==================== weight_ram_loader
**weight_ram_loader: M1 wires**

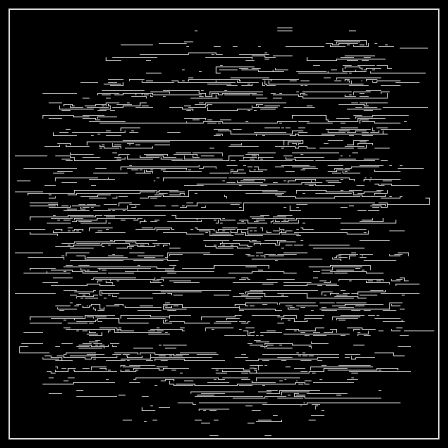
**weight_ram_loader: M2 wires**

Scale bar: 20 µm.
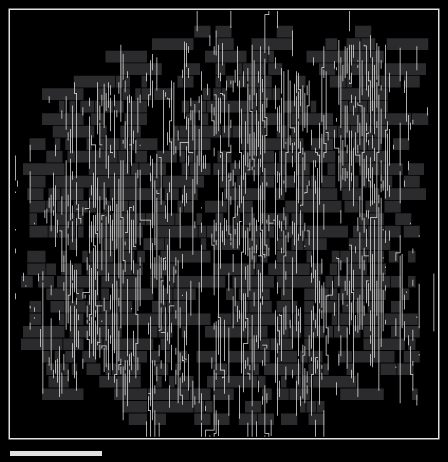
$ cat config.mk
export PLATFORM = sky130hd
export DESIGN_NAME = weight_ram_loader
export DESIGN_NICKNAME = d
export VERILOG_FILES = /design/src/rtl/weight_ram_loader.sv
export SDC_FILE = /design/constraint.sdc
export NUM_CORES = 1
export LEC_CHECK = 0
export CAP_MARGIN = 15
export CORE_MARGIN = 2
export CORE_UTILIZATION = 48
export CTS_BUF_LIST = sky130_fd_sc_hd__clkbuf_4 sky130_fd_sc_hd__clkbuf_8
export CTS_CLUSTER_SIZE = 16
export DETAILED_ROUTE_END_ITERATION = 8
export GPL_TIMING_DRIVEN = 0
export PLACE_DENSITY = 0.72
export RECOVER_POWER = 50
export SYNTH_ARGS = -nofsm -noshare
export SYNTH_HDL_FRONTEND = slang
export SYNTH_SLANG_ARGS = --single-unit
$ cat constraint.sdc
create_clock -name clk -period 2.6 [get_ports clk]
set_input_delay 0.52 -clock clk [delete_from_list [all_inputs] [get_ports clk]]
set_output_delay 0.52 -clock clk [all_outputs]
set_load 0.1 [all_outputs]
$ cat src/rtl/weight_ram_loader.sv
// Streams NUM_WORDS weight bytes into the weight block RAM through port A, can read
// the region back to compare sums, then pulses done so the downstream controllers may start.
module weight_ram_loader #(
  parameter int DATA_W    = 8,
  parameter int ADDR_W    = 7,
  parameter int NUM_WORDS = 64,
  parameter int BASE_ADDR = 0,
  parameter int RD_LAT    = 1
) (
  input  logic              clk,
  input  logic              reset,
  input  logic              start,
  input  logic              verify_en,
  input  logic              abort,
  input  logic [DATA_W-1:0] wr_data,
  input  logic              wr_valid,
  output logic              wr_ready,
  output logic              ram_en,
  output logic              ram_we,
  output logic [ADDR_W-1:0] ram_addr,
  output logic [DATA_W-1:0] ram_din,
  input  logic [DATA_W-1:0] ram_dout,
  output logic              busy,
  output logic              done,
  output logic              error,
  output logic [15:0]       checksum
);

  localparam int CW = $clog2(NUM_WORDS + 1);
  localparam logic [CW-1:0] LAST  = CW'(NUM_WORDS - 1);
  localparam logic [CW-1:0] COUNT = CW'(NUM_WORDS);

  localparam logic [2:0] S_IDLE   = 3'd0;
  localparam logic [2:0] S_WRITE  = 3'd1;
  localparam logic [2:0] S_VERIFY = 3'd2;
  localparam logic [2:0] S_CHECK  = 3'd3;
  localparam logic [2:0] S_DONE   = 3'd4;

  logic [2:0]        state;
  logic              verify_q;
  logic [CW-1:0]     wcnt;
  logic [CW-1:0]     rcnt;
  logic [CW-1:0]     acnt;
  logic [15:0]       rb_sum;
  logic [RD_LAT-1:0] vld_sr;
  logic              hs;
  logic              issue;
  logic              tag;

  assign wr_ready = (state == S_WRITE);
  assign hs       = wr_ready & wr_valid;
  assign issue    = (state == S_VERIFY) && (rcnt != COUNT);
  // The tap at depth RD_LAT lines up with ram_dout for the address issued RD_LAT cycles ago.
  assign tag      = vld_sr[RD_LAT-1];
  assign busy     = (state != S_IDLE);
  assign done     = (state == S_DONE);

  // NOTE: every output gets a default before the case so no path leaves it unassigned (no latch).
  always_comb begin
    ram_en   = 1'b0;
    ram_we   = 1'b0;
    ram_addr = '0;
    ram_din  = '0;
    case (state)
      S_WRITE: begin
        ram_en   = hs;
        ram_we   = hs;
        ram_addr = ADDR_W'(BASE_ADDR) + ADDR_W'(wcnt);
        ram_din  = wr_data;
      end
      S_VERIFY: begin
        ram_en = issue;
        if (issue) ram_addr = ADDR_W'(BASE_ADDR) + ADDR_W'(rcnt);
      end
      default: ;
    endcase
  end

  // NOTE: state is updated with non-blocking assignments so every register sees pre-edge values.
  always_ff @(posedge clk or negedge reset) begin
    if (!reset) begin
      state    <= S_IDLE;
      verify_q <= 1'b0;
      wcnt     <= '0;
      rcnt     <= '0;
      acnt     <= '0;
      rb_sum   <= '0;
      vld_sr   <= '0;
      error    <= 1'b0;
      checksum <= '0;
    end else begin
      vld_sr[0] <= issue;
      for (int i = 1; i < RD_LAT; i++) vld_sr[i] <= vld_sr[i-1];

      case (state)
        S_IDLE: begin
          if (start) begin
            state    <= S_WRITE;
            verify_q <= verify_en;
            error    <= 1'b0;
            checksum <= '0;
            wcnt     <= '0;
            rcnt     <= '0;
            acnt     <= '0;
            rb_sum   <= '0;
            vld_sr   <= '0;
          end
        end
        S_WRITE: begin
          if (abort) begin
            state <= S_IDLE;
            error <= 1'b1;
          end else if (hs) begin
            wcnt     <= wcnt + 1'b1;
            checksum <= checksum + 16'(wr_data);
            if (wcnt == LAST) state <= verify_q ? S_VERIFY : S_DONE;
          end
        end
        S_VERIFY: begin
          if (abort) begin
            state <= S_IDLE;
            error <= 1'b1;
          end else begin
            if (issue) rcnt <= rcnt + 1'b1;
            if (tag) begin
              rb_sum <= rb_sum + 16'(ram_dout);
              acnt   <= acnt + 1'b1;
              if (acnt == LAST) state <= S_CHECK;
            end
          end
        end
        S_CHECK: begin
          state <= abort ? S_IDLE : S_DONE;
          error <= abort ? 1'b1 : (rb_sum != checksum);
        end
        S_DONE:  state <= S_IDLE;
        default: state <= S_IDLE;
      endcase
    end
  end

endmodule

==> run summary <==
fp_density: 49.3%
most frequent logic cells in the routed design: dfrtp_1 (53), nand2_1 (44), clkdlybuf4s50_1 (36)
Post-Synth Simple-Gate Area: 19.6%
Post-Place Worst Slack: -0.809 ns
Gate Count Post-Synth: 413
metal2 WL: 4.58 mm
largest net degree at the start of global routing: 37
Final Critical Period: 2.55 ns
crit start category: register
CP required: 2.08 ns
Buf+Inv Stages, Crit Path: 3
peak supply drop: 0.997 mV
final instance area: 0.00485 mm²
drt via density: 5.75
vias in the first global route: 3,261
CTS Hold Bufs: 0
status: finished clean
Complex Gates by Area: 21.0%
CTS tree: done
setup TNS: 0 ns
reg2reg path depth: 7
Notes on 'M1 wires' of weight_ram_loader above:
main direction = horizontal
share of all routed wire = 46%
wire length on this layer = 4,620 µm
longest straight run = 39.1 µm
nets with wire on the layer = 483
final WL: 9.99 mm
met1 Use GR: 31.7%
vias: 3,427

Notes on 'M2 wires' of weight_ram_loader above:
longest straight run = 39.8 µm
main direction = vertical
wire length on this layer = 4,580 µm
nets with wire on the layer = 455
share of all routed wire = 46%
met2 usage: 36.9%

[where the power goes]
| part | leakage (nW) | switching, mW | internal, mW |
|---|---|---|---|
| Clock | 0.112 | 0.373 | 0.553 |
| Combinational | 1.30 | 1.93 | 0.737 |
| Sequential | 0.803 | 0.165 | 1.04 |
| Total | 2.21 | 2.47 | 2.33 |
[area by class of cell]
cell class                 instances  area (µm²)
tap                              102         128
sequential                        59        1480
timing repair buffer              66         611
fill                             662        2870
buffer                            13        70.1
multi-input combinational        324        2280
inverter                          17        65.1
clock inverter                     1        30.0
clock buffer                      14         186

==================== v2f_mul_seq_accum
[src/rtl/v2f_mul_seq_accum.sv]
// Purpose     : iterative WIDTH x WIDTH multiplier (result mod 2^WIDTH) built from 16x16 limb products,
//               issuing one partial product per cycle into a full-width accumulator.
// Latency     : N cycles from the input handshake to out_valid (N=10 for WIDTH=64, N=3 for WIDTH=32).
// Backpressure: in_ready is high only while idle; y/out_valid are held until out_ready; no overlap.
//
// Ports:
//   clk, rst            clock and synchronous active-high reset
//   in_valid/in_ready   operand handshake (a, b sampled when both high)
//   a, b                WIDTH-bit operands; signedness is irrelevant to the low WIDTH bits
//   out_valid/out_ready result handshake
//   y                   a*b mod 2^WIDTH; keeps its last value until the next result completes
module v2f_mul_seq_accum #(
    parameter int WIDTH  = 64,
    parameter int LIMB_W = 16
) (
    input  logic             clk,
    input  logic             rst,
    input  logic             in_valid,
    output logic             in_ready,
    input  logic [WIDTH-1:0] a,
    input  logic [WIDTH-1:0] b,
    output logic             out_valid,
    input  logic             out_ready,
    output logic [WIDTH-1:0] y
);

    localparam int L = WIDTH / LIMB_W;
    localparam int N = L * (L + 1) / 2;

    if (WIDTH != 32 && WIDTH != 64) begin : g_bad_width
        $error("v2f_mul_seq_accum: WIDTH must be 32 or 64");
    end
    if (LIMB_W != 16) begin : g_bad_limb
        $error("v2f_mul_seq_accum: LIMB_W must be 16");
    end

    localparam logic [1:0] S_IDLE = 2'd0;
    localparam logic [1:0] S_MUL  = 2'd1;
    localparam logic [1:0] S_DONE = 2'd2;

    logic [1:0]          state;
    logic [3:0]          idx;
    // (row, col) walk the product order: ascending column, then ascending row within it.
    // The B limb index is col - row, so only terms with i+j < L are ever produced.
    logic [1:0]          col;
    logic [1:0]          row;
    logic [WIDTH-1:0]    a_reg;
    logic [WIDTH-1:0]    b_reg;
    logic [WIDTH-1:0]    acc;
    logic [WIDTH-1:0]    y_reg;

    logic [1:0]          bsel;
    logic [LIMB_W-1:0]   a_limb;
    logic [LIMB_W-1:0]   b_limb;
    logic [2*LIMB_W-1:0] pp;
    logic [WIDTH-1:0]    term;
    logic [WIDTH-1:0]    sum;
    logic                last;

    always_comb begin
        bsel   = col - row;
        a_limb = a_reg[LIMB_W*row +: LIMB_W];
        b_limb = b_reg[LIMB_W*bsel +: LIMB_W];
        // Zero-extended unsigned limb product; never sign-extended.
        pp     = (2*LIMB_W)'(a_limb) * (2*LIMB_W)'(b_limb);
        // Bits pushed past WIDTH-1 by the column shift are simply lost (mod 2^WIDTH).
        term   = WIDTH'(pp) << (LIMB_W * int'(col));
        sum    = acc + term;
        last   = (idx == 4'(N - 1));
    end

    always_ff @(posedge clk) begin
        if (rst) begin
            state <= S_IDLE;
            idx   <= '0;
            col   <= '0;
            row   <= '0;
            a_reg <= '0;
            b_reg <= '0;
            acc   <= '0;
            y_reg <= '0;
        end else begin
            case (state)
                S_IDLE: begin
                    if (in_valid) begin
                        a_reg <= a;
                        b_reg <= b;
                        acc   <= '0;
                        idx   <= '0;
                        col   <= '0;
                        row   <= '0;
                        state <= S_MUL;
                    end
                end
                S_MUL: begin
                    acc <= sum;
                    idx <= idx + 4'd1;
                    if (row == col) begin
                        col <= col + 2'd1;
                        row <= '0;
                    end else begin
                        row <= row + 2'd1;
                    end
                    // y is a separate register so it stays put while the next product accumulates.
                    if (last) begin
                        y_reg <= sum;
                        state <= S_DONE;
                    end
                end
                S_DONE: begin
                    if (out_ready) begin
                        state <= S_IDLE;
                    end
                end
                default: state <= S_IDLE;
            endcase
        end
    end

    assign in_ready  = (state == S_IDLE);
    assign out_valid = (state == S_DONE);
    assign y         = y_reg;

endmodule
[config.mk]
export PLATFORM = sky130hd
export DESIGN_NAME = v2f_mul_seq_accum
export DESIGN_NICKNAME = d
export VERILOG_FILES = /design/src/rtl/v2f_mul_seq_accum.sv
export SDC_FILE = /design/constraint.sdc
export NUM_CORES = 1
export LEC_CHECK = 0
export CAP_MARGIN = 20
export CORE_UTILIZATION = 54
export CTS_CLUSTER_DIAMETER = 30
export DETAILED_ROUTE_END_ITERATION = 7
export HOLD_SLACK_MARGIN = 0.12
export PLACE_DENSITY = 0.83
export RECOVER_POWER = 50
export SYNTH_ARGS = -nofsm -noshare
export SYNTH_HDL_FRONTEND = slang
export SYNTH_SLANG_ARGS = --single-unit
[constraint.sdc]
create_clock -name clk -period 10.84 [get_ports clk]
set_clock_uncertainty 0.1 [all_clocks]
set_input_delay 1.084 -clock clk [delete_from_list [all_inputs] [get_ports clk]]
set_output_delay 1.084 -clock clk [all_outputs]
set_load 0.005 [all_outputs]
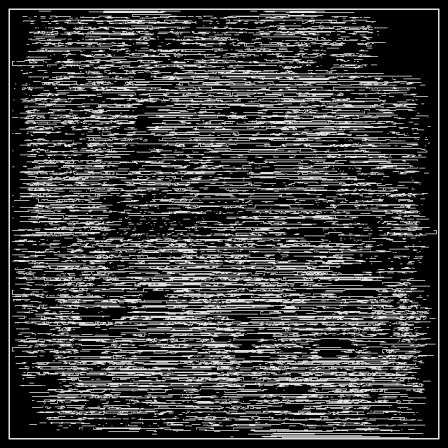
**Above:** v2f_mul_seq_accum (M1 wires).
main direction = horizontal
wire length on this layer = 34.1 mm
share of all routed wire = 45%
nets with wire on the layer = 3,383
longest straight run = 81.4 µm
final WL: 75.8 mm
met1 Use GR: 49.7%
vias: 21,800

==> what timing repair did <==
action	4_1_cts	5_1_grt
resized	0	20
endpoints found under the hold margin	0	0
setup buffers	0	3
endpoints found under the setup margin	0	41
==> power by group <==
group,internal (mW),switching (mW),total (mW),leakage (nW)
Clock,1.13,0.601,1.73,0.914
Sequential,1.02,0.0258,1.05,2.16
Combinational,0.374,0.664,1.04,9.43
==> placed cells by master (no fill, tap or decap), drive strengths merged, types with 69 or more instances in the layout <==
cell,instances
clkdlybuf4s50,129
clkbuf,69
nand2,627
inv,284
fa,195
ha,170
dfxtp,266
o21ai,94
buf,91
a21oi,315
nor2,177
==> run summary <==
status: finished with violations
failing checks: capacitance limit, slew limit
Buf+Inv Stages, Crit Path: 7
CTS tree: done
Synth area leaders: dfxtp_1 (23%), fa_1 (17%), nand2_1 (10%)
met3 WL post-DR: 6.36 mm
Non-clock buffers, area share: 9.68%
flop-to-flop setup slack: 0.31 ns
fin. max-slew vios: 240
synthesized area per cell: 7.87 µm²
delay-heaviest family, CP: AND-OR/OR-AND gates
maximum capacitance violations: 3
clk sinks: 266
largest class: combinational gates
Post-Place Worst Slack: 0.220 ns
fin cells: 3,683
met2 usage: 52.5%
metal2 WL: 33.7 mm
Worst Setup End Kind: register
Max Root-Sink Buffers: 3
r2r endpoint: y[56]
final setup margin: 0.313 ns
CP required: 11.23 ns
die width: 208 µm
Stages on worst setup path: 39
Gate Count Post-Synth: 2,924
Post-synth regs: 266
Final Cycle Share: 97.1%
CTS Buf Count: 56
critical-path maximum fanout: 11


==> screenshots <==
Congestion heat map.
Plate I
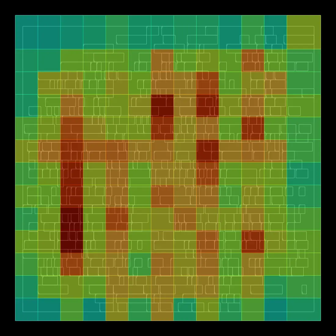
Plate II
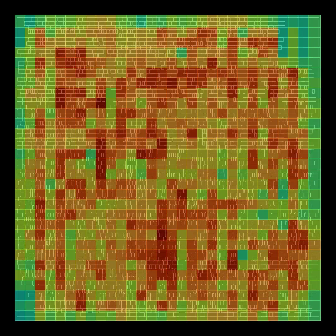
Plate II is v2f_mul_seq_accum.
Plate I is weight_ram_loader.

Power is estimated from default activity; no workload was simulated.
